# ---- hdlc_rx_frame_buffer_flat ----
Fig. 1: hdlc_rx_frame_buffer_flat, nets reached from selected ports
Scale bar: 100 µm.
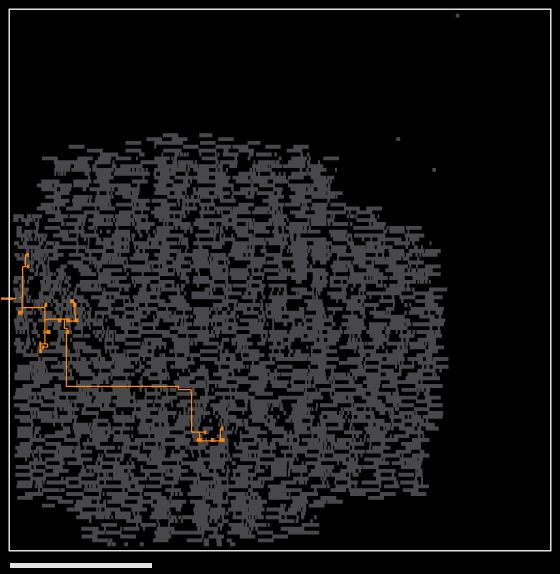

### src/rtl/hdlc_rx_frame_buffer_if.sv
// hdlc_rx_frame_buffer_if: Rx controller and host signals of the HDLC receive frame buffer
interface hdlc_rx_frame_buffer_if #(
    parameter int DATA_W = 8,
    parameter int SIZE_W = 8
);
    logic              Rx_ValidFrame;
    logic [DATA_W-1:0] Rx_Data;
    logic              Rx_WrBuff;
    logic              Rx_EoF;
    logic              Rx_AbortSignal;
    logic              Rx_FrameError;
    logic              Rx_FCSen;
    logic              Rx_FCSerr;
    logic              Rx_Drop;
    logic              Rx_RdBuff;
    logic              Rx_Ready;
    logic [DATA_W-1:0] Rx_DataBuffOut;
    logic [SIZE_W-1:0] Rx_FrameSize;
    logic              Rx_Overflow;
    modport master (
        output Rx_ValidFrame, Rx_Data, Rx_WrBuff, Rx_EoF, Rx_AbortSignal, Rx_FrameError,
               Rx_FCSen, Rx_FCSerr, Rx_Drop, Rx_RdBuff,
        input  Rx_Ready, Rx_DataBuffOut, Rx_FrameSize, Rx_Overflow
    );
    modport slave (
        input  Rx_ValidFrame, Rx_Data, Rx_WrBuff, Rx_EoF, Rx_AbortSignal, Rx_FrameError,
               Rx_FCSen, Rx_FCSerr, Rx_Drop, Rx_RdBuff,
        output Rx_Ready, Rx_DataBuffOut, Rx_FrameSize, Rx_Overflow
    );
endinterface

### src/rtl/hdlc_rx_frame_buffer.sv
// hdlc_rx_frame_buffer: collects one received HDLC frame and hands complete good frames to the host
module hdlc_rx_frame_buffer #(
    parameter int DATA_W = 8,
    parameter int DEPTH  = 128,
    parameter int SIZE_W = $clog2(DEPTH + 1)
) (
    input logic Clk,
    input logic Rst,
    hdlc_rx_frame_buffer_if.slave bus
);
    localparam int AW = $clog2(DEPTH);
    typedef enum logic [1:0] {IDLE, FILL, READY} state_t;
    state_t            state_q, state_d;
    logic [SIZE_W-1:0] count_q, count_d, size_q, size_d, cnt_w, fsize;
    logic [AW-1:0]     rd_ptr_q, rd_ptr_d, waddr;
    logic [DATA_W-1:0] dout_q, dout_d;
    logic              ready_q, ready_d, ovf_q, ovf_d;
    logic              we, full, bad, last;
    logic [DATA_W-1:0] mem [DEPTH];
    always_comb begin
        full     = count_q == SIZE_W'(DEPTH);
        we       = bus.Rx_WrBuff && ((state_q == IDLE && bus.Rx_ValidFrame) || (state_q == FILL && !full));
        waddr    = state_q == IDLE ? '0 : count_q[AW-1:0];
        // byte count including a write landing in the same cycle as end-of-frame
        cnt_w    = state_q == IDLE ? SIZE_W'(1) : count_q + SIZE_W'(we);
        fsize    = !bus.Rx_FCSen ? cnt_w : (cnt_w > SIZE_W'(2) ? cnt_w - SIZE_W'(2) : '0);
        bad      = bus.Rx_AbortSignal || bus.Rx_FrameError || (bus.Rx_FCSen && bus.Rx_FCSerr);
        last     = SIZE_W'(rd_ptr_q) == size_q - SIZE_W'(1);
        state_d  = state_q;
        count_d  = count_q;
        size_d   = size_q;
        rd_ptr_d = rd_ptr_q;
        dout_d   = dout_q;
        ready_d  = ready_q;
        ovf_d    = ovf_q;
        case (state_q)
            IDLE: if (we) begin
                state_d = FILL;
                count_d = cnt_w;
                ovf_d   = 1'b0;
            end
            FILL: begin
                count_d = cnt_w;
                if (bus.Rx_WrBuff && full) ovf_d = 1'b1;
                if (bus.Rx_EoF) begin
                    count_d = '0;
                    state_d = IDLE;
                    if (!bad && fsize != '0) begin
                        state_d = READY;
                        size_d  = fsize;
                        ready_d = 1'b1;
                    end
                end else if (!bus.Rx_ValidFrame) begin
                    count_d = '0;
                    state_d = IDLE;
                end
            end
            READY: begin
                if (bus.Rx_WrBuff) ovf_d = 1'b1;
                if (bus.Rx_Drop) begin
                    state_d  = IDLE;
                    ready_d  = 1'b0;
                    rd_ptr_d = '0;
                end else if (bus.Rx_RdBuff) begin
                    dout_d   = mem[rd_ptr_q];
                    rd_ptr_d = last ? '0 : rd_ptr_q + 1'b1;
                    ready_d  = !last;
                    state_d  = last ? IDLE : READY;
                end
            end
            default: state_d = IDLE;
        endcase
    end
    always_ff @(posedge Clk) begin
        if (Rst) begin
            state_q  <= IDLE;
            count_q  <= '0;
            size_q   <= '0;
            rd_ptr_q <= '0;
            dout_q   <= '0;
            ready_q  <= 1'b0;
            ovf_q    <= 1'b0;
        end else begin
            state_q  <= state_d;
            count_q  <= count_d;
            size_q   <= size_d;
            rd_ptr_q <= rd_ptr_d;
            dout_q   <= dout_d;
            ready_q  <= ready_d;
            ovf_q    <= ovf_d;
        end
    end
    always_ff @(posedge Clk) begin
        if (we) mem[waddr] <= bus.Rx_Data;
    end
    assign bus.Rx_Ready       = ready_q;
    assign bus.Rx_DataBuffOut = dout_q;
    assign bus.Rx_FrameSize   = size_q;
    assign bus.Rx_Overflow    = ovf_q;
endmodule

### src/flat_wrapper.sv
// flat-port wrapper written by rule: the top's interface ports become plain ports
module hdlc_rx_frame_buffer_flat 
#(
    parameter int DATA_W = 8,
    parameter int DEPTH  = 128,
    parameter int SIZE_W = $clog2(DEPTH + 1)
)
  (Clk, Rst, bus_Rx_ValidFrame, bus_Rx_Data, bus_Rx_WrBuff, bus_Rx_EoF, bus_Rx_AbortSignal, bus_Rx_FrameError, bus_Rx_FCSen, bus_Rx_FCSerr, bus_Rx_Drop, bus_Rx_RdBuff, bus_Rx_Ready, bus_Rx_DataBuffOut, bus_Rx_FrameSize, bus_Rx_Overflow);
  hdlc_rx_frame_buffer_if #(.DATA_W(DATA_W), .SIZE_W(SIZE_W)) bus_i ();
  input logic Clk;
  input logic Rst;
  input wire logic [$bits(bus_i.Rx_ValidFrame)-1:0] bus_Rx_ValidFrame;
  input wire logic [$bits(bus_i.Rx_Data)-1:0] bus_Rx_Data;
  input wire logic [$bits(bus_i.Rx_WrBuff)-1:0] bus_Rx_WrBuff;
  input wire logic [$bits(bus_i.Rx_EoF)-1:0] bus_Rx_EoF;
  input wire logic [$bits(bus_i.Rx_AbortSignal)-1:0] bus_Rx_AbortSignal;
  input wire logic [$bits(bus_i.Rx_FrameError)-1:0] bus_Rx_FrameError;
  input wire logic [$bits(bus_i.Rx_FCSen)-1:0] bus_Rx_FCSen;
  input wire logic [$bits(bus_i.Rx_FCSerr)-1:0] bus_Rx_FCSerr;
  input wire logic [$bits(bus_i.Rx_Drop)-1:0] bus_Rx_Drop;
  input wire logic [$bits(bus_i.Rx_RdBuff)-1:0] bus_Rx_RdBuff;
  output wire logic [$bits(bus_i.Rx_Ready)-1:0] bus_Rx_Ready;
  output wire logic [$bits(bus_i.Rx_DataBuffOut)-1:0] bus_Rx_DataBuffOut;
  output wire logic [$bits(bus_i.Rx_FrameSize)-1:0] bus_Rx_FrameSize;
  output wire logic [$bits(bus_i.Rx_Overflow)-1:0] bus_Rx_Overflow;
  assign bus_i.Rx_ValidFrame = bus_Rx_ValidFrame;
  assign bus_i.Rx_Data = bus_Rx_Data;
  assign bus_i.Rx_WrBuff = bus_Rx_WrBuff;
  assign bus_i.Rx_EoF = bus_Rx_EoF;
  assign bus_i.Rx_AbortSignal = bus_Rx_AbortSignal;
  assign bus_i.Rx_FrameError = bus_Rx_FrameError;
  assign bus_i.Rx_FCSen = bus_Rx_FCSen;
  assign bus_i.Rx_FCSerr = bus_Rx_FCSerr;
  assign bus_i.Rx_Drop = bus_Rx_Drop;
  assign bus_i.Rx_RdBuff = bus_Rx_RdBuff;
  assign bus_Rx_Ready = bus_i.Rx_Ready;
  assign bus_Rx_DataBuffOut = bus_i.Rx_DataBuffOut;
  assign bus_Rx_FrameSize = bus_i.Rx_FrameSize;
  assign bus_Rx_Overflow = bus_i.Rx_Overflow;
  hdlc_rx_frame_buffer #(.DATA_W(DATA_W), .DEPTH(DEPTH), .SIZE_W(SIZE_W)) u_core (.Clk(Clk), .Rst(Rst), .bus(bus_i));
endmodule
### config.mk
export PLATFORM = sky130hd
export DESIGN_NAME = hdlc_rx_frame_buffer_flat
export DESIGN_NICKNAME = d
export VERILOG_FILES = /design/src/rtl/hdlc_rx_frame_buffer_if.sv /design/src/rtl/hdlc_rx_frame_buffer.sv /design/src/flat_wrapper.sv
export SDC_FILE = /design/constraint.sdc
export NUM_CORES = 1
export LEC_CHECK = 0
export ABC_AREA = 1
export CORE_MARGIN = 2
export CORE_UTILIZATION = 30
export CTS_BUF_LIST = sky130_fd_sc_hd__clkbuf_16
export DETAILED_ROUTE_END_ITERATION = 7
export SLEW_MARGIN = 10
export SYNTH_ARGS = -nofsm -noshare
export SYNTH_HDL_FRONTEND = slang
export SYNTH_SLANG_ARGS = --single-unit
### constraint.sdc
create_clock -name Clk -period 4.44 [get_ports Clk]
set_input_delay 0.444 -clock Clk [delete_from_list [all_inputs] [get_ports Clk]]
set_output_delay 0.444 -clock Clk [all_outputs]
set_load 0.05 [all_outputs]
# ---- bsg_parallel_in_serial_out_const ----
**src/rtl/bsg_parallel_in_serial_out_const_pkg.sv**
```systemverilog
// Shared helpers for the fixed-ratio serializer.
// Provides the safe clog2 used for index widths.
package bsg_parallel_in_serial_out_const_pkg;

  // Width of an index into n items, never below one bit.
  function automatic int safe_clog2(input int n);
    return (n <= 1) ? 1 : $clog2(n);
  endfunction

endpackage

```
**src/rtl/bsg_mux.sv**
```systemverilog
// Lane selector: picks one width_p slice out of els_p packed lanes.
// A single lane passes straight through and ignores the select.
module bsg_mux
  import bsg_parallel_in_serial_out_const_pkg::*;
#(
  parameter int width_p   = 1,
  parameter int els_p     = 2,
  parameter int lg_els_lp = safe_clog2(els_p)
) (
  input  logic [els_p-1:0][width_p-1:0] data_i,
  input  logic [lg_els_lp-1:0]          sel_i,
  output logic [width_p-1:0]            data_o
);

  if (els_p == 1) begin : g_one
    logic unused_sel;
    assign unused_sel = ^sel_i;
    assign data_o = data_i[0];
  end else begin : g_many
    assign data_o = data_i[sel_i];
  end

endmodule

```
**src/rtl/bsg_parallel_in_serial_out_const.sv**
```systemverilog
// Fixed-ratio serializer: one els_p*width_p word out as els_p beats.
// Define BSG_PARALLEL_IN_SERIAL_OUT_CONST_LAST_EN to expose last_o.
module bsg_parallel_in_serial_out_const
  import bsg_parallel_in_serial_out_const_pkg::*;
#(
  parameter int width_p                 = 8,
  parameter int els_p                   = 4,
  parameter int hi_to_lo_p              = 0,
  parameter int use_minimal_buffering_p = 0
) (
  input  logic                           clk_i,
  input  logic                           reset_i,
  input  logic                           v_i,
  output logic                           ready_and_o,
  input  logic [els_p-1:0][width_p-1:0]  data_i,
  output logic                           v_o,
  output logic [width_p-1:0]             data_o,
`ifdef BSG_PARALLEL_IN_SERIAL_OUT_CONST_LAST_EN
  output logic                           last_o,
`endif
  input  logic                           ready_and_i
);

  localparam int lg_els_lp = safe_clog2(els_p);
  localparam logic [lg_els_lp-1:0] last_idx_lp =
    lg_els_lp'(els_p - 1);

  logic [els_p-1:0][width_p-1:0] buf_r;
  logic                          full_r;
  logic [lg_els_lp-1:0]          cnt_r;
  logic [lg_els_lp-1:0]          sel;
  logic                          last;
  logic                          beat_done;
  logic                          load;

  assign last      = (cnt_r == last_idx_lp);
  assign beat_done = full_r & ready_and_i;

  // Fast mode reloads on the last beat so words stream with no gap.
  if (use_minimal_buffering_p != 0) begin : g_min
    assign ready_and_o = ~full_r;
  end else begin : g_fast
    assign ready_and_o = ~full_r | (ready_and_i & last);
  end

  assign load = v_i & ready_and_o;

  always_ff @(posedge clk_i or posedge reset_i) begin
    if (reset_i) begin
      full_r <= 1'b0;
      cnt_r  <= '0;
    end else begin
      if (load)
        full_r <= 1'b1;
      else if (beat_done & last)
        full_r <= 1'b0;
      if (beat_done)
        cnt_r <= last ? '0 : cnt_r + 1'b1;
    end
  end

  always_ff @(posedge clk_i) begin
    if (load)
      buf_r <= data_i;
  end

  if (hi_to_lo_p != 0) begin : g_rev
    assign sel = last_idx_lp - cnt_r;
  end else begin : g_fwd
    assign sel = cnt_r;
  end

  bsg_mux #(
    .width_p (width_p),
    .els_p   (els_p)
  ) u_mux (
    .data_i (buf_r),
    .sel_i  (sel),
    .data_o (data_o)
  );

  assign v_o = full_r;

`ifdef BSG_PARALLEL_IN_SERIAL_OUT_CONST_LAST_EN
  assign last_o = full_r & last;
`endif

`ifndef SYNTHESIS
  a_els : assert property (@(posedge clk_i) els_p >= 1);
  a_nox : assert property (@(posedge clk_i) disable iff (reset_i)
    !$isunknown({v_i, ready_and_i}));
`endif

endmodule

```
**config.mk**
```make
export PLATFORM = sky130hd
export DESIGN_NAME = bsg_parallel_in_serial_out_const
export DESIGN_NICKNAME = d
export VERILOG_FILES = /design/src/rtl/bsg_parallel_in_serial_out_const_pkg.sv /design/src/rtl/bsg_mux.sv /design/src/rtl/bsg_parallel_in_serial_out_const.sv
export SDC_FILE = /design/constraint.sdc
export NUM_CORES = 1
export LEC_CHECK = 0
export CAP_MARGIN = 20
export CORE_MARGIN = 3
export CORE_UTILIZATION = 39
export DETAILED_ROUTE_END_ITERATION = 16
export PLACE_DENSITY = 0.83
export SETUP_SLACK_MARGIN = 0.3
export SYNTH_ARGS = -nofsm -noshare
export SYNTH_HDL_FRONTEND = slang
export SYNTH_SLANG_ARGS = --single-unit
```
**constraint.sdc**
```tcl
create_clock -name clk_i -period 2.8 [get_ports clk_i]
set_clock_uncertainty 0.15 [all_clocks]
set_input_delay 0.56 -clock clk_i [delete_from_list [all_inputs] [get_ports clk_i]]
set_output_delay 0.56 -clock clk_i [all_outputs]
set_load 0.02 [all_outputs]
```
# ---- sram_req_arbiter ----
===== src/rtl/sram_arb_pkg.sv =====
// rtl/sram_arb_pkg.sv - shared types and constants for the SRAM request arbiter
package sram_arb_pkg;

    localparam int ARB_RR    = 0;
    localparam int ARB_FIXED = 1;

    localparam int ATTR_AWIDTH = 20;
    localparam int ATTR_DWIDTH = 32;

    typedef enum logic [1:0] {
        IDLE,
        ISSUE,
        WAIT,
        RESP
    } arb_state_t;

    typedef struct packed {
        logic                   write;
        logic [2:0]             size;
        logic [ATTR_AWIDTH-1:0] addr;
        logic [ATTR_DWIDTH-1:0] wdata;
    } req_attr_t;

endpackage


===== src/rtl/sram_arb_rr_pick.sv =====
// rtl/sram_arb_rr_pick.sv - combinational 2-way winner select (round-robin or fixed priority)
module sram_arb_rr_pick (
    input  logic [1:0] req,
    input  logic       last,
    input  logic       mode,
    output logic [1:0] grant
);

    // last = 1 means port 1 won the previous transaction, so port 0 takes a tie
    always_comb begin
        grant = 2'b00;
        if (req == 2'b11) begin
            if (mode || last) begin
                grant = 2'b01;
            end else begin
                grant = 2'b10;
            end
        end else begin
            grant = req;
        end
    end

endmodule


===== src/rtl/sram_req_arbiter.sv =====
// rtl/sram_req_arbiter.sv - two-port arbiter with watchdog in front of the SRAM controller
module sram_req_arbiter
    import sram_arb_pkg::*;
#(
    parameter int ARB_MODE       = ARB_RR,
    parameter int TIMEOUT_CYCLES = 255,
    parameter int AWIDTH         = ATTR_AWIDTH,
    parameter int DWIDTH         = ATTR_DWIDTH
) (
    input  logic              HCLK,
    input  logic              HRESET,
    input  logic              m0_req,
    input  logic              m0_write,
    input  logic [2:0]        m0_size,
    input  logic [AWIDTH-1:0] m0_addr,
    input  logic [DWIDTH-1:0] m0_wdata,
    output logic              m0_ack,
    output logic              m0_err,
    output logic [DWIDTH-1:0] m0_rdata,
    input  logic              m1_req,
    input  logic              m1_write,
    input  logic [2:0]        m1_size,
    input  logic [AWIDTH-1:0] m1_addr,
    input  logic [DWIDTH-1:0] m1_wdata,
    output logic              m1_ack,
    output logic              m1_err,
    output logic [DWIDTH-1:0] m1_rdata,
    output logic              sram_req,
    output logic              sram_write,
    output logic [2:0]        sram_size,
    output logic [AWIDTH-1:0] sram_addr,
    output logic [DWIDTH-1:0] sram_wdata,
    input  logic              sram_ack,
    input  logic [DWIDTH-1:0] sram_rdata,
    input  logic              sram_busy,
    output logic [1:0]        grant
);

    localparam int            CW         = (TIMEOUT_CYCLES == 0) ? 1 : $clog2(TIMEOUT_CYCLES + 1);
    localparam int            TMO_LAST_I = (TIMEOUT_CYCLES == 0) ? 0 : TIMEOUT_CYCLES - 1;
    localparam logic [CW-1:0] TMO_LAST   = CW'(TMO_LAST_I);
    localparam logic          WD_EN      = (TIMEOUT_CYCLES != 0);
    localparam logic          FIXED_PRIO = (ARB_MODE == ARB_FIXED);

    arb_state_t    state;
    arb_state_t    state_nxt;
    logic [CW-1:0] wd_cnt;
    logic          last_win;
    logic [1:0]    pick;
    logic          start;
    logic          resp_load;
    logic          timeout;
    req_attr_t     m0_attr;
    req_attr_t     m1_attr;
    req_attr_t     win_attr;

    sram_arb_rr_pick u_pick (
        .req   ({m1_req, m0_req}),
        .last  (last_win),
        .mode  (FIXED_PRIO),
        .grant (pick)
    );

    assign m0_attr  = '{write: m0_write, size: m0_size, addr: m0_addr, wdata: m0_wdata};
    assign m1_attr  = '{write: m1_write, size: m1_size, addr: m1_addr, wdata: m1_wdata};
    assign win_attr = pick[1] ? m1_attr : m0_attr;

    always_ff @(posedge HCLK) begin
        if (HRESET) begin
            state <= IDLE;
        end else begin
            state <= state_nxt;
        end
    end

    // A controller ack in the same WAIT cycle as the timeout takes precedence
    always_comb begin
        state_nxt = state;
        start     = 1'b0;
        resp_load = 1'b0;
        timeout   = 1'b0;
        case (state)
            IDLE: begin
                if (!sram_busy && (pick != 2'b00)) begin
                    start     = 1'b1;
                    state_nxt = ISSUE;
                end
            end
            ISSUE: begin
                if (sram_ack) begin
                    resp_load = 1'b1;
                    state_nxt = RESP;
                end else begin
                    state_nxt = WAIT;
                end
            end
            WAIT: begin
                if (sram_ack) begin
                    resp_load = 1'b1;
                    state_nxt = RESP;
                end else if (WD_EN && (wd_cnt == TMO_LAST)) begin
                    resp_load = 1'b1;
                    timeout   = 1'b1;
                    state_nxt = RESP;
                end
            end
            RESP: begin
                state_nxt = IDLE;
            end
            default: begin
                state_nxt = IDLE;
            end
        endcase
    end

    always_ff @(posedge HCLK) begin
        if (HRESET) begin
            sram_req   <= 1'b0;
            sram_write <= 1'b0;
            sram_size  <= 3'b000;
            sram_addr  <= '0;
            sram_wdata <= '0;
            grant      <= 2'b00;
            last_win   <= 1'b1;
            wd_cnt     <= '0;
            m0_ack     <= 1'b0;
            m0_err     <= 1'b0;
            m0_rdata   <= '0;
            m1_ack     <= 1'b0;
            m1_err     <= 1'b0;
            m1_rdata   <= '0;
        end else begin
            sram_req <= start;
            m0_ack   <= 1'b0;
            m0_err   <= 1'b0;
            m1_ack   <= 1'b0;
            m1_err   <= 1'b0;

            if (start) begin
                sram_write <= win_attr.write;
                sram_size  <= win_attr.size;
                sram_addr  <= win_attr.addr;
                sram_wdata <= win_attr.wdata;
                grant      <= pick;
            end

            if (state == ISSUE) begin
                wd_cnt <= '0;
            end else if ((state == WAIT) && (wd_cnt != '1)) begin
                wd_cnt <= wd_cnt + CW'(1);
            end

            if (resp_load && grant[0]) begin
                m0_ack   <= 1'b1;
                m0_err   <= timeout;
                m0_rdata <= timeout ? '0 : sram_rdata;
            end
            if (resp_load && grant[1]) begin
                m1_ack   <= 1'b1;
                m1_err   <= timeout;
                m1_rdata <= timeout ? '0 : sram_rdata;
            end

            if (state == RESP) begin
                last_win <= grant[1];
                grant    <= 2'b00;
            end
        end
    end

endmodule


===== config.mk =====
export PLATFORM = sky130hd
export DESIGN_NAME = sram_req_arbiter
export DESIGN_NICKNAME = d
export VERILOG_FILES = /design/src/rtl/sram_arb_pkg.sv /design/src/rtl/sram_arb_rr_pick.sv /design/src/rtl/sram_req_arbiter.sv
export SDC_FILE = /design/constraint.sdc
export NUM_CORES = 1
export LEC_CHECK = 0
export CORE_MARGIN = 2
export CORE_UTILIZATION = 40
export CTS_BUF_LIST = sky130_fd_sc_hd__clkbuf_8
export CTS_CLUSTER_DIAMETER = 120
export DETAILED_ROUTE_END_ITERATION = 10
export PLACE_DENSITY_LB_ADDON = 0.3
export REMOVE_ABC_BUFFERS = 1
export SLEW_MARGIN = 30
export SYNTH_ARGS = -nofsm -noshare
export SYNTH_HDL_FRONTEND = slang
export SYNTH_SLANG_ARGS = --single-unit

===== constraint.sdc =====
create_clock -name HCLK -period 4.8 [get_ports HCLK]
set_input_delay 0.72 -clock HCLK [delete_from_list [all_inputs] [get_ports HCLK]]
set_output_delay 0.72 -clock HCLK [all_outputs]
set_load 0.01 [all_outputs]

Fig. 2: bsg_parallel_in_serial_out_const, nets reached from selected ports
Scale bar: 20 µm.
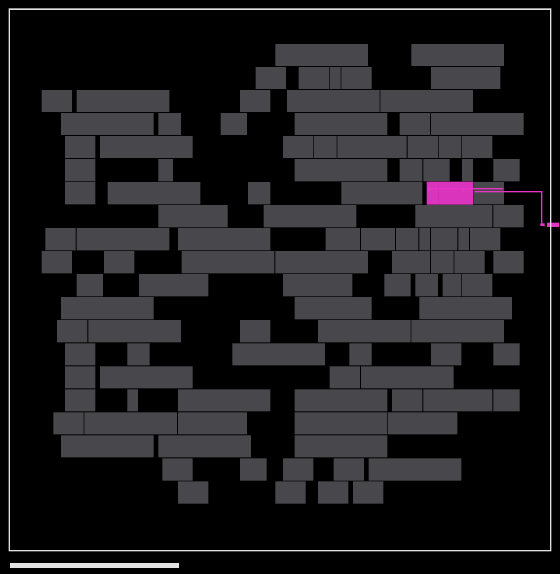
Key: ready_and_i = magenta [bits 1, direction input, end cells 2, buffers 1, wire 21.4 µm]

==> reports/qor.csv, bsg_parallel_in_serial_out_const <==
stage,metric,value,unit
run,warning_count,27,
hold_path,hold_path_class,input pin to asynchronous set/reset pin,
synth,ys_seq_elements,35,
floorplanning,n_tap_cell,44,
global_route,antenna_found_initial,0,
placed_design,portBuffers,45,
global_route,grt_pass1_wl,3660,µm
timing,drv_slew,0,
floorplanning,die_y,63.8,µm
final_layout,nFillCells,244,
synth,yosys.area.top_type_share,73.8,%
timing,finalHoldViolCount,0,
final_layout,inv_count,2,
critical_path,worstReg2RegStart,cnt_r[0],
timing,finalWorstSetupSlack,388,ps
final_layout,multiInputCombCellCount,16,
timing,max_freq,415,MHz
final_layout,buffer_area_share,25.5,%
global_route,grt_usage,12.4,%
route,wl,2250,µm
global_route,first_global_vias,792,
route,num_vias,713,
timing,finalCritPeriodShare,86.2,%
global_route,overflow,0,
critical_path,ff2ff_setup_slack,1000,ps
critical_path,timing.critical_path.slowest_stage_cell,mux4_2,
critical_path,cp.depth,3,
synth,yosys_area,1300,µm²
outcome,status,"finished, final reports clean",
timing,grt_setup_unrepaired,true,
timing,slew_headroom,73.2,%
synth,yosys_warnings,0,
final_layout,nClkBuffers,7,
final_layout,dominant-cell-class,flip-flops and latches,
global_route,use_met2,19.1,%
route,dr_wl_met2,1070,µm
synth,syn_inst,55,
critical_path,timing.rr.end,buf_r[21],
final_layout,post-route-cell-area,1880,µm²
timing,period_needed,2410,ps
cts,clk_latency,320,ps
cts,cts-root-buf,clkbuf_4,
power,comb_power_share,38.6,%
floorplanning,rows,20,
placed_design,place.gp.congestion,0.632,
synth,synth_cell_types,13,
final_layout,logic_area,249,µm²
floorplanning,initCoreUtil,41.6,%
cts,clock-sinks,35,
critical_path,cp_cell_sequence,buf_4 -> mux4_2 -> dlygate4sd2_1,
==> bsg_parallel_in_serial_out_const: cells in the mapped netlist (all sizes together) <==
master,instances
dfrtp,3
nor2b,1
edfxtp,32
buf,2
nand2,1
mux4,8
mux2,2
a21boi,1
nor2,1
or2,1
inv,2
ha,1
==> bsg_parallel_in_serial_out_const: cell families after synthesis <==
kind of cell,count (synthesis),synth area share [%]
and+or+nand+nor,4,1.54
muxes,10,15.6
DFF,35,79.5
adders and majority gates,1,0.960
AOI/OAI and AO/OA,1,0.577
buffers and inverters,4,1.82
Fig. 3: hdlc_rx_frame_buffer_flat, register map, names as in the netlist
Scale bar: 100 µm.
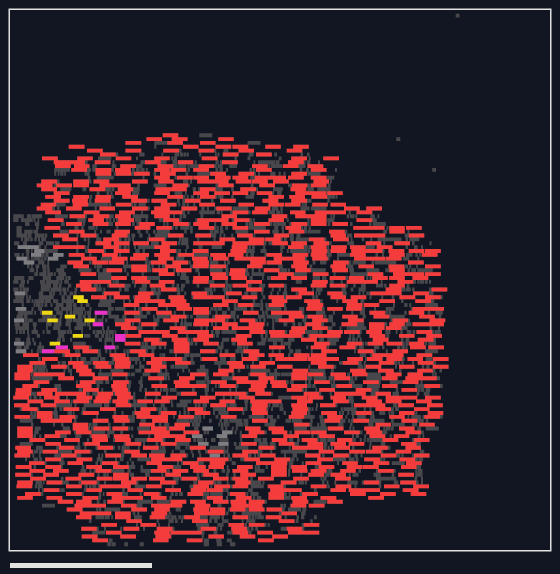
Key: u_core.mem = red [sequential cells 1,024]; u_core.count_q = yellow [sequential cells 8, where middle left]; u_core.rd_ptr_q = magenta [sequential cells 7, where middle left]
Another 20 sequential cells are not coloured.

About Fig. 1:
Key: Rst = orange [bits 1, direction input, end cells 21, buffers 2, wire 367 µm]

==> reports/qor.csv, hdlc_rx_frame_buffer_flat <==
stage,metric,value,unit
final_layout,seq_share,65.0,%
critical_path,path_delay_family,simple AND/OR/NAND/NOR gates,
critical_path,required,5000,ps
timing,timing.hold.ws,242,ps
timing,grt_setup_unrepaired,false,
synth,ys_sh_adder,0.265,%
global_route,gr-usage-met3,2.08,%
power,p_leak,15.4,nW
final_layout,synthToLayoutAreaGrowth,13.7,%
critical_path,timing.critical_path.slowest_stage_cell,dfxtp_1,
floorplanning,boundaryPins,37,
synth,top_logic_kind,AND-OR/OR-AND gates,
outcome,status,"finished, final reports clean",
floorplanning,initCoreUtil,30.1,%
final_layout,nFillCells,13900,
run,warning_count,34,
synth,simple_gate_share,10.8,%
synth,ys.flop_type,edfxtp_1,
floorplanning,rows,138,
critical_path,critPathMaxStageDelay,400,ps
route,firstDrtPassIters,5,
synth,area_leaders,"edfxtp_1 (72%), o21ai_0 (6.2%), nor2_1 (6.0%)",
## hdlc_rx_frame_buffer_flat: worst paths after layout
kind / endpoint / slack, ps / depth (start not counted)
max: u_core.bus.Rx_FrameSize[4] / 450 / 26
min: u_core.mem[6][3] / 240 / 1
max reg2reg: u_core.bus.Rx_FrameSize[4] / 450 / 26
min reg2reg: u_core.bus.Rx_Overflow / 460 / 2
## hdlc_rx_frame_buffer_flat: where the power goes
part | internal (mW) | leakage, nW | switching, mW | total, mW
logic | 0.200 | 4.19 | 0.660 | 0.859
clock network | 4.72 | 1.69 | 3.76 | 8.48
registers | 11.0 | 9.49 | 0.0448 | 11.1
Fig. 4: sram_req_arbiter, routed metal, one colour a layer
Two of the layers only.
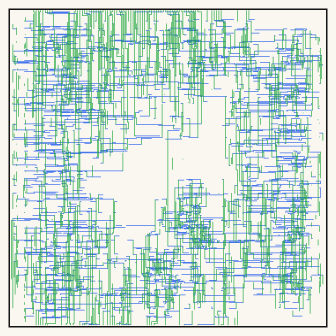
Key: met2 = green [wire length 8,470 µm]; met1 = blue [wire length 6,650 µm]

==> reports/qor.csv, sram_req_arbiter <==
stage,metric,value,unit
synth,common_cells,"dfxtp_1 (138), mux2i_1 (120), nor2_1 (67)",
synth,ys_seq_elements,138,
synth,ys_sh_adder,1.48,%
power,peakVddDrop,0.190,mV
critical_path,critPathBufInv,2,
critical_path,timing.critical_path.slowest_stage_cell,buf_4,
synth,synth.avg_cell_area,9.99,µm²
cts,cts_tree,built,
final_layout,n_antenna_cell,0,
power,internal-power,2.38,mW
critical_path,ff2ff_setup_slack,2810,ps
critical_path,worstReg2RegStart,state[0],
hold_path,hold_path_class,flop to flop,
synth,mux_area_share,20.3,%
route,num_vias,5152,
synth,top_logic_kind,multiplexers,
final_layout,post-route-cell-area,9160,µm²
synth,yosys_area,5920,µm²
critical_path,timing.rr.end,m0_rdata[20],
floorplanning,die_y,126,µm
synth,synthArstFlopShare,0,%
power,power.density,365,nW/µm²
cts,path_clk_slew,70,ps
floorplanning,dieArea,15800,µm²
global_route,gr-usage-met3,4.93,%
placed_design,portBuffers,276,
timing,fin_setup_tns,0,ps
placed_design,post-place-ws,1970,ps
cts,cts-root-buf,clkbuf_8,
floorplanning,core_area,14500,µm²
route,ant_nets,0,
outcome,status,"finished, final reports clean",
cts,post-cts-setup-buffer-count,0,
global_route,grt_pass1_wl,26300,µm
timing,tightest_slew,911,ps
synth,xor_area_share,0.148,%
critical_path,cp-start-kind,input pin,
route,drc,0,
power,power,3.34,mW
critical_path,worstSetupEndpointType,flop,
run,timing.max_cap.violations,0,
timing,drv_slew,0,
synth,mappedNetlistArea,5920,µm²
critical_path,cp.depth,5,
synth,ys.flop_type,dfxtp_1,
placed_design,place_area,8710,µm²
[sram_req_arbiter: state kept, by name (all words and copies together) (netlist names), 2 cells and up]
name,cells
sram_wdata,32
state,2
wd_cnt,8
sram_size,3
m1_rdata,32
m0_rdata,32
sram_addr,20
grant,2
[sram_req_arbiter: final cells by class]
type,instances,area (µm²),share of cell area [%]
flip-flops and latches,138,2760,30.2
clock buffers,20,275,3.01
well taps,184,230,2.51
multi-input cells,402,2890,31.5
repair buffers,282,2810,30.7
clock inverters,12,171,1.87
inverters,6,22.5,0.246

# ---- reg_shadow_bank_flat ----
Fig. 5: reg_shadow_bank_flat, close-up of the layout
Region (39, 158) to (79, 198) µm. Cells in grey, sequential cells in the stronger grey; small squares are vias.
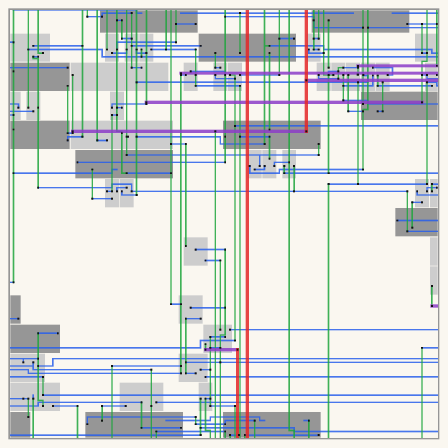
Fig. 6: reg_shadow_bank_flat, clock routing
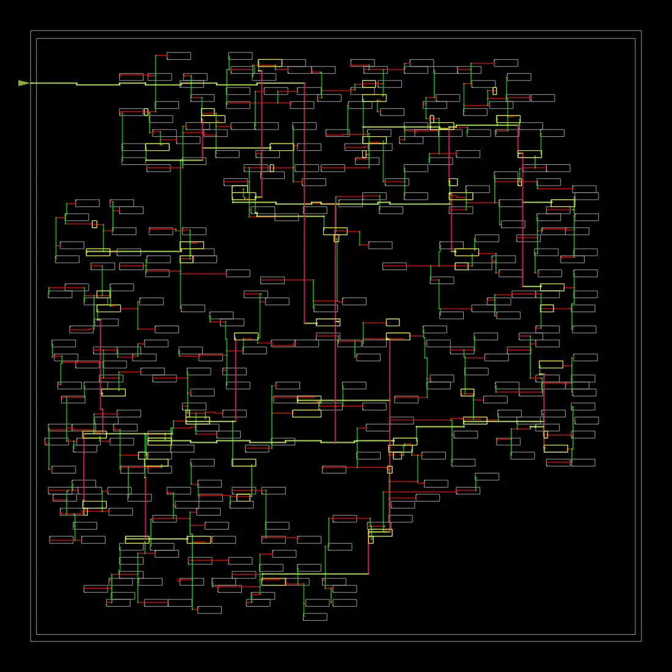
==> config.mk <==
export PLATFORM = sky130hd
export DESIGN_NAME = reg_shadow_bank_flat
export DESIGN_NICKNAME = d
export VERILOG_FILES = /design/src/rtl/reg_shadow_bank_pkg.sv /design/src/rtl/reg_shadow_bank_if.sv /design/src/rtl/reg_stage_fsm.sv /design/src/rtl/reg_shadow_bank.sv /design/src/flat_wrapper.sv
export SDC_FILE = /design/constraint.sdc
export NUM_CORES = 1
export LEC_CHECK = 0
export ABC_AREA = 0
export CAP_MARGIN = 20
export CELL_PAD_IN_SITES_DETAIL_PLACEMENT = 0
export CELL_PAD_IN_SITES_GLOBAL_PLACEMENT = 2
export CORE_MARGIN = 2
export CORE_UTILIZATION = 27
export DETAILED_ROUTE_END_ITERATION = 10
export PLACE_DENSITY_LB_ADDON = 0.3
export SLEW_MARGIN = 10
export SYNTH_ARGS = -nofsm -noshare
export SYNTH_HDL_FRONTEND = slang
export SYNTH_HIERARCHICAL = 1
export SYNTH_SLANG_ARGS = --single-unit
==> constraint.sdc <==
create_clock -name clk_usb -period 3.2 [get_ports clk_usb]
set_input_delay 0.64 -clock clk_usb [delete_from_list [all_inputs] [get_ports clk_usb]]
set_output_delay 0.64 -clock clk_usb [all_outputs]
set_load 0.02 [all_outputs]
==> src/rtl/reg_shadow_bank_pkg.sv <==
// Shared types and constants for the shadowed register bank: error bit
// positions, staging FSM encoding and the index-width helper.
package reg_shadow_bank_pkg;

  // Error register layout; the error register sits at offset pNUM_REGS.
  localparam int ERR_W        = 3;
  localparam int ERR_ABORT    = 0;
  localparam int ERR_RO_WRITE = 1;
  localparam int ERR_RANGE    = 2;

  typedef enum logic {
    ST_IDLE = 1'b0,
    ST_FILL = 1'b1
  } stage_state_e;

  // Width of an index into n items, never narrower than one bit.
  function automatic int idx_width(input int n);
    return (n > 1) ? $clog2(n) : 1;
  endfunction

endpackage : reg_shadow_bank_pkg

==> src/rtl/reg_shadow_bank_if.sv <==
// USB register bus: byte-wide address/bytecnt/data with read and write strobes.
interface reg_shadow_bank_if #(
  parameter int pBYTECNT_SIZE = 7
);

  logic [7:0]               reg_address;
  logic [pBYTECNT_SIZE-1:0] reg_bytecnt;
  logic [7:0]               reg_datai;
  logic [7:0]               reg_datao;
  logic                     reg_read;
  logic                     reg_write;

  modport master (
    output reg_address, reg_bytecnt, reg_datai, reg_read, reg_write,
    input  reg_datao
  );

  modport slave (
    input  reg_address, reg_bytecnt, reg_datai, reg_read, reg_write,
    output reg_datao
  );

endinterface : reg_shadow_bank_if

==> src/rtl/reg_stage_fsm.sv <==
// Collects the bytes of one multi-byte register write and hands back a whole
// word for an atomic commit; any out-of-sequence register write aborts.
module reg_stage_fsm
  import reg_shadow_bank_pkg::*;
#(
  parameter int pREG_BYTES = 4,
  parameter int IDX_W      = 3,
  parameter int BI_W       = idx_width(pREG_BYTES)
) (
  input  logic                    clk,
  input  logic                    rst_n,
  input  logic                    reg_wr_i,
  input  logic                    wr_ok_i,
  input  logic [IDX_W-1:0]        wr_idx_i,
  input  logic [BI_W-1:0]         wr_byte_i,
  input  logic [7:0]              wr_data_i,
  output logic                    abort_o,
  output logic                    commit_o,
  output logic [IDX_W-1:0]        commit_idx_o,
  output logic [pREG_BYTES*8-1:0] commit_word_o
);

  localparam int              W    = pREG_BYTES * 8;
  localparam logic [BI_W-1:0] LAST = BI_W'(pREG_BYTES - 1);

  stage_state_e     state_q, state_d;
  logic [IDX_W-1:0] idx_q, idx_d;
  logic [BI_W-1:0]  n_q, n_d;
  logic [W-1:0]     stage_q, stage_d;
  logic [W-1:0]     merged;
  logic [W-1:0]     fresh;
  logic             start;

  // NOTE: state registers use non-blocking assignments so every flop samples
  // the values from before the edge, independent of statement order.
  always_ff @(posedge clk or negedge rst_n) begin
    if (!rst_n) begin
      state_q <= ST_IDLE;
      idx_q   <= '0;
      n_q     <= '0;
      stage_q <= '0;
    end else begin
      state_q <= state_d;
      idx_q   <= idx_d;
      n_q     <= n_d;
      stage_q <= stage_d;
    end
  end

  // NOTE: every variable gets a default first, so no path through the case
  // leaves one unassigned and no latch is inferred.
  always_comb begin
    state_d       = state_q;
    idx_d         = idx_q;
    n_d           = n_q;
    stage_d       = stage_q;
    abort_o       = 1'b0;
    commit_o      = 1'b0;
    commit_idx_o  = wr_idx_i;
    start         = 1'b0;
    merged        = stage_q;
    merged[{wr_byte_i, 3'b000} +: 8] = wr_data_i;
    fresh         = W'(wr_data_i);
    commit_word_o = merged;

    case (state_q)
      ST_IDLE: start = 1'b1;
      ST_FILL: begin
        if (reg_wr_i) begin
          if (wr_ok_i && (wr_idx_i == idx_q) && (wr_byte_i == n_q)) begin
            if (n_q == LAST) begin
              commit_o     = 1'b1;
              commit_idx_o = idx_q;
              state_d      = ST_IDLE;
              n_d          = '0;
              stage_d      = '0;
            end else begin
              stage_d = merged;
              n_d     = n_q + BI_W'(1);
            end
          end else begin
            // Discard the partial word, then let this beat start afresh.
            abort_o = 1'b1;
            state_d = ST_IDLE;
            n_d     = '0;
            stage_d = '0;
            start   = 1'b1;
          end
        end
      end
      default: state_d = ST_IDLE;
    endcase

    if (start && wr_ok_i && (wr_byte_i == '0)) begin
      if (LAST == '0) begin
        commit_o      = 1'b1;
        commit_word_o = fresh;
      end else begin
        state_d = ST_FILL;
        idx_d   = wr_idx_i;
        n_d     = BI_W'(1);
        stage_d = fresh;
      end
    end
  end

endmodule : reg_stage_fsm

==> src/rtl/reg_shadow_bank.sv <==
// Bank of multi-byte control registers with atomic staged writes, snapshotted
// read-only status registers, self-clearing pulse registers and a W1C error register.
module reg_shadow_bank
  import reg_shadow_bank_pkg::*;
#(
  parameter int                              pBYTECNT_SIZE = 7,
  parameter int                              pNUM_REGS     = 8,
  parameter int                              pREG_BYTES    = 4,
  parameter logic [7:0]                      pBASE_ADDR    = 8'h60,
  parameter logic [pNUM_REGS-1:0]            pRO_MASK      = '0,
  parameter logic [pNUM_REGS-1:0]            pPULSE_MASK   = '0,
  parameter logic [pNUM_REGS*pREG_BYTES*8-1:0] pRESET_VAL  = '0
) (
  input  logic                                clk_usb,
  input  logic                                reset_n,
  reg_shadow_bank_if.slave                    bus,
  input  logic [pNUM_REGS*pREG_BYTES*8-1:0]   stat_i,
  output logic [pNUM_REGS*pREG_BYTES*8-1:0]   ctrl_o,
  output logic [pNUM_REGS-1:0]                commit_o,
  output logic [ERR_W-1:0]                    err_o
);

  localparam int                       W       = pREG_BYTES * 8;
  localparam int                       IDX_W   = idx_width(pNUM_REGS);
  localparam int                       BI_W    = idx_width(pREG_BYTES);
  localparam logic [7:0]               NUM_C   = 8'(pNUM_REGS);
  localparam logic [pBYTECNT_SIZE-1:0] BYTES_C = pBYTECNT_SIZE'(pREG_BYTES);

  logic [W-1:0]           live_q [pNUM_REGS];
  logic [W-1:0]           snap_q [pNUM_REGS];
  logic [W-1:0]           stat_w [pNUM_REGS];
  logic [pNUM_REGS-1:0]   commit_q, commit_d;
  logic [ERR_W-1:0]       err_q, err_d, err_set, err_clr;
  logic [7:0]             datao_q, rd_byte_d;

  logic [7:0]             offset;
  logic                   is_reg_addr, is_err_addr, is_ro, byte_ok;
  logic [IDX_W-1:0]       idx;
  logic [BI_W-1:0]        byte_idx;
  logic                   reg_wr, wr_ok, ro_wr, rng_wr, snap_en;
  logic [W-1:0]           rd_word;

  logic                   fsm_abort, fsm_commit;
  logic [IDX_W-1:0]       fsm_commit_idx;
  logic [W-1:0]           fsm_commit_word;

  for (genvar k = 0; k < pNUM_REGS; k++) begin : g_slice
    assign ctrl_o[k*W +: W] = live_q[k];
    assign stat_w[k]        = stat_i[k*W +: W];
  end

  // Address decode: offset wraps in 8 bits, so addresses below the base fall outside.
  always_comb begin
    offset      = bus.reg_address - pBASE_ADDR;
    is_reg_addr = (offset < NUM_C);
    is_err_addr = (offset == NUM_C);
    idx         = offset[IDX_W-1:0];
    byte_idx    = bus.reg_bytecnt[BI_W-1:0];
    byte_ok     = (bus.reg_bytecnt < BYTES_C);
    is_ro       = is_reg_addr && pRO_MASK[idx];
    reg_wr      = bus.reg_write && is_reg_addr;
    wr_ok       = reg_wr && !is_ro && byte_ok;
    ro_wr       = reg_wr && is_ro;
    rng_wr      = reg_wr && !byte_ok;
    snap_en     = bus.reg_read && is_ro && (bus.reg_bytecnt == '0);
  end

  reg_stage_fsm #(
    .pREG_BYTES (pREG_BYTES),
    .IDX_W      (IDX_W),
    .BI_W       (BI_W)
  ) u_stage (
    .clk           (clk_usb),
    .rst_n         (reset_n),
    .reg_wr_i      (reg_wr),
    .wr_ok_i       (wr_ok),
    .wr_idx_i      (idx),
    .wr_byte_i     (byte_idx),
    .wr_data_i     (bus.reg_datai),
    .abort_o       (fsm_abort),
    .commit_o      (fsm_commit),
    .commit_idx_o  (fsm_commit_idx),
    .commit_word_o (fsm_commit_word)
  );

  always_comb begin
    err_set             = '0;
    err_set[ERR_ABORT]    = fsm_abort;
    err_set[ERR_RO_WRITE] = ro_wr;
    err_set[ERR_RANGE]    = rng_wr;
    err_clr = (bus.reg_write && is_err_addr) ? bus.reg_datai[ERR_W-1:0] : '0;
    err_d   = (err_q & ~err_clr) | err_set;

    commit_d = '0;
    if (fsm_commit) commit_d[fsm_commit_idx] = 1'b1;
  end

  // Byte 0 of a read-only register comes straight from stat_i; later bytes
  // come from the snapshot taken by that same byte-0 read.
  always_comb begin
    rd_word   = '0;
    rd_byte_d = '0;
    if (is_reg_addr) begin
      if (is_ro) rd_word = (bus.reg_bytecnt == '0) ? stat_w[idx] : snap_q[idx];
      else       rd_word = live_q[idx];
    end
    if (bus.reg_read) begin
      if (is_err_addr)                rd_byte_d = {5'b00000, err_q};
      else if (is_reg_addr && byte_ok) rd_byte_d = rd_word[{byte_idx, 3'b000} +: 8];
    end
  end

  // NOTE: the snapshot array is reset along with the live registers; it is
  // tiny, and a defined value keeps reads before the first capture deterministic.
  always_ff @(posedge clk_usb or negedge reset_n) begin
    if (!reset_n) begin
      for (int k = 0; k < pNUM_REGS; k++) begin
        live_q[k] <= pRESET_VAL[k*W +: W];
        snap_q[k] <= '0;
      end
      commit_q <= '0;
      err_q    <= '0;
      datao_q  <= '0;
    end else begin
      for (int k = 0; k < pNUM_REGS; k++) begin
        if (fsm_commit && (fsm_commit_idx == IDX_W'(k)))
          live_q[k] <= fsm_commit_word;
        else if (commit_q[k] && pPULSE_MASK[k])
          live_q[k] <= pRESET_VAL[k*W +: W];
      end
      if (snap_en) snap_q[idx] <= stat_w[idx];
      commit_q <= commit_d;
      err_q    <= err_d;
      datao_q  <= rd_byte_d;
    end
  end

  assign commit_o      = commit_q;
  assign err_o         = err_q;
  assign bus.reg_datao = datao_q;

endmodule : reg_shadow_bank

==> src/flat_wrapper.sv <==
// flat-port wrapper written by rule: the top's interface ports become plain ports
module reg_shadow_bank_flat import reg_shadow_bank_pkg::*;
#(
  parameter int                              pBYTECNT_SIZE = 7,
  parameter int                              pNUM_REGS     = 8,
  parameter int                              pREG_BYTES    = 4,
  parameter logic [7:0]                      pBASE_ADDR    = 8'h60,
  parameter logic [pNUM_REGS-1:0]            pRO_MASK      = '0,
  parameter logic [pNUM_REGS-1:0]            pPULSE_MASK   = '0,
  parameter logic [pNUM_REGS*pREG_BYTES*8-1:0] pRESET_VAL  = '0
)
  (clk_usb, reset_n, stat_i, ctrl_o, commit_o, err_o, bus_reg_address, bus_reg_bytecnt, bus_reg_datai, bus_reg_read, bus_reg_write, bus_reg_datao);
  reg_shadow_bank_if #(.pBYTECNT_SIZE(pBYTECNT_SIZE)) bus_i ();
  input  logic clk_usb;
  input  logic reset_n;
  input  logic [pNUM_REGS*pREG_BYTES*8-1:0] stat_i;
  output logic [pNUM_REGS*pREG_BYTES*8-1:0] ctrl_o;
  output logic [pNUM_REGS-1:0] commit_o;
  output logic [ERR_W-1:0] err_o;
  input wire logic [$bits(bus_i.reg_address)-1:0] bus_reg_address;
  input wire logic [$bits(bus_i.reg_bytecnt)-1:0] bus_reg_bytecnt;
  input wire logic [$bits(bus_i.reg_datai)-1:0] bus_reg_datai;
  input wire logic [$bits(bus_i.reg_read)-1:0] bus_reg_read;
  input wire logic [$bits(bus_i.reg_write)-1:0] bus_reg_write;
  output wire logic [$bits(bus_i.reg_datao)-1:0] bus_reg_datao;
  assign bus_i.reg_address = bus_reg_address;
  assign bus_i.reg_bytecnt = bus_reg_bytecnt;
  assign bus_i.reg_datai = bus_reg_datai;
  assign bus_i.reg_read = bus_reg_read;
  assign bus_i.reg_write = bus_reg_write;
  assign bus_reg_datao = bus_i.reg_datao;
  reg_shadow_bank #(.pBYTECNT_SIZE(pBYTECNT_SIZE), .pNUM_REGS(pNUM_REGS), .pREG_BYTES(pREG_BYTES), .pBASE_ADDR(pBASE_ADDR), .pRO_MASK(pRO_MASK), .pPULSE_MASK(pPULSE_MASK), .pRESET_VAL(pRESET_VAL)) u_core (.clk_usb(clk_usb), .reset_n(reset_n), .bus(bus_i), .stat_i(stat_i), .ctrl_o(ctrl_o), .commit_o(commit_o), .err_o(err_o));
endmodule
==> reports/qor.csv <==
stage,metric,value,unit
power,p_seq_share,45.9,%
power,p_leak,9.67,nW
cts,cts-root-buf,clkbuf_16,
power,seq-power,3.97,mW
final_layout,n_antenna_cell,0,
critical_path,path_delay_family,simple AND/OR/NAND/NOR gates,
route,drtIter0Drc,820,
placed_design,place.gp.congestion,0.803,
final_layout,buffers,405,
critical_path,timing.critical_path.slowest_stage_cell,clkdlybuf4s50_1,
synth,top_logic_kind,multiplexers,
synth,synth_nets,1554,
power,swShare,23.7,%
timing,slew_headroom,33.1,%
cts,cts_resized,0,
synth,synth.avg_cell_area,11.6,µm²
power,powerComb,0.429,mW
global_route,antenna_found_initial,2,
synth,xor_area_share,0.359,%
final_layout,buffer_area_share,20.1,%
floorplanning,die_x,237,µm
timing,grt_setup_unrepaired,false,
floorplanning,rows,85,
floorplanning,core_area,53700,µm²
floorplanning,boundaryPins,558,
power,power,8.65,mW
synth,ys_seq_share,53.4,%
timing,finalCritPeriodShare,96.5,%
global_route,grt_max_degree,73,
placed_design,post-place-ws,-520,ps
cts,cts_tree,built,
final_layout,largest_reg_flops,256,
synth,mappedNetlistArea,14700,µm²
final_layout,dominant-cell-class,flip-flops and latches,
cts,path_clk_slew,60,ps
power,clockPowerShare,49.1,%
final_layout,inv_count,48,
outcome,status,"finished, final reports clean",
timing,timing.hold.ws,62.0,ps
Notes on Fig. 5 above:
Key: met1 = blue; met4 = red; met3 = purple; met2 = green
Netlist names of flops here include u_core/ctrl_o (10), u_core/bus.reg_datao (1). 45 logic cells have their middle in the window. Sequential cells in the window: 11. Most frequent: nand2_1 (24), dfrtp_1 (11), mux2_2 (3).

Notes on Fig. 6 above:
Insertion Delay late pin: 560 ps
clkbuf count: 56
clk_skew: 23.3 ps

## path summary, 6_finish.rpt
kind,to,depth (start not counted),start,slack [ps]
worst max-delay path,u_core/ctrl_o[77],12,bus_reg_address[7],110
max in group asynchronous,u_core/ctrl_o[95],2,reset_n,2300
min in group clk_usb,u_core/u_stage/stage_q[24],1,u_core/u_stage/stage_q[24],490
worst min register to register,u_core/u_stage/stage_q[24],1,u_core/u_stage/stage_q[24],490
worst max register to register,u_core/ctrl_o[77],10,u_core/u_stage/n_q[1],550
worst min-delay path,u_core/ctrl_o[148],1,reset_n,60


==> notes/layouts.md <==
Pictures saved along the way, in no particular order.

Close-up of the layout.
shot_01.png
Region (0, 24) to (40, 64) µm. Cells in grey, sequential cells in the stronger grey; small squares are vias.
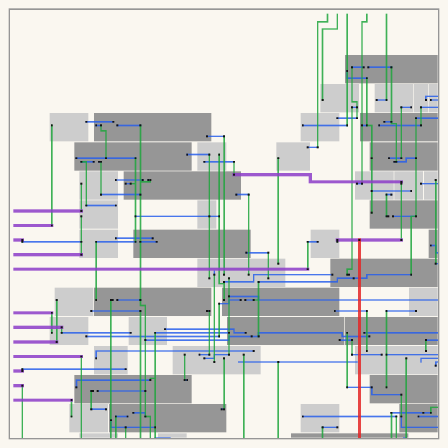
shot_02.png
Region (75, 265) to (115, 305) µm. Cells in grey, sequential cells in the stronger grey; small squares are vias.
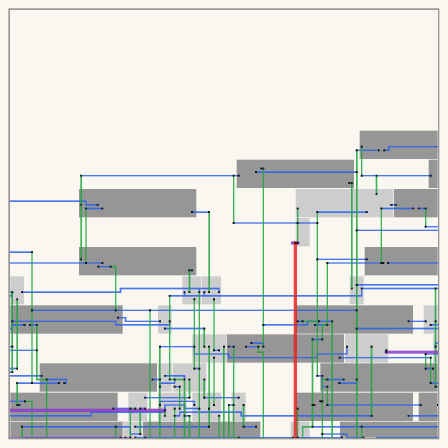
shot_03.png
Region (11, 74) to (51, 114) µm. Cells in grey, sequential cells in the stronger grey; small squares are vias.
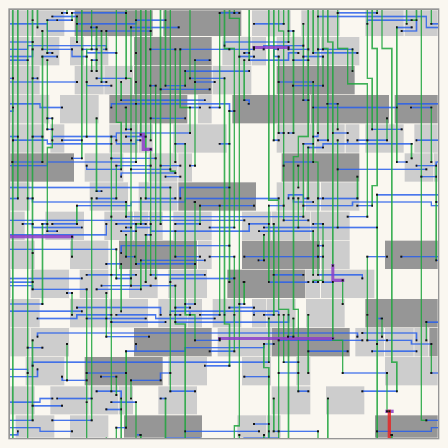
shot_03.png -> sram_req_arbiter
shot_02.png -> hdlc_rx_frame_buffer_flat
shot_01.png -> bsg_parallel_in_serial_out_const

Power and IR drop assume default switching activity.
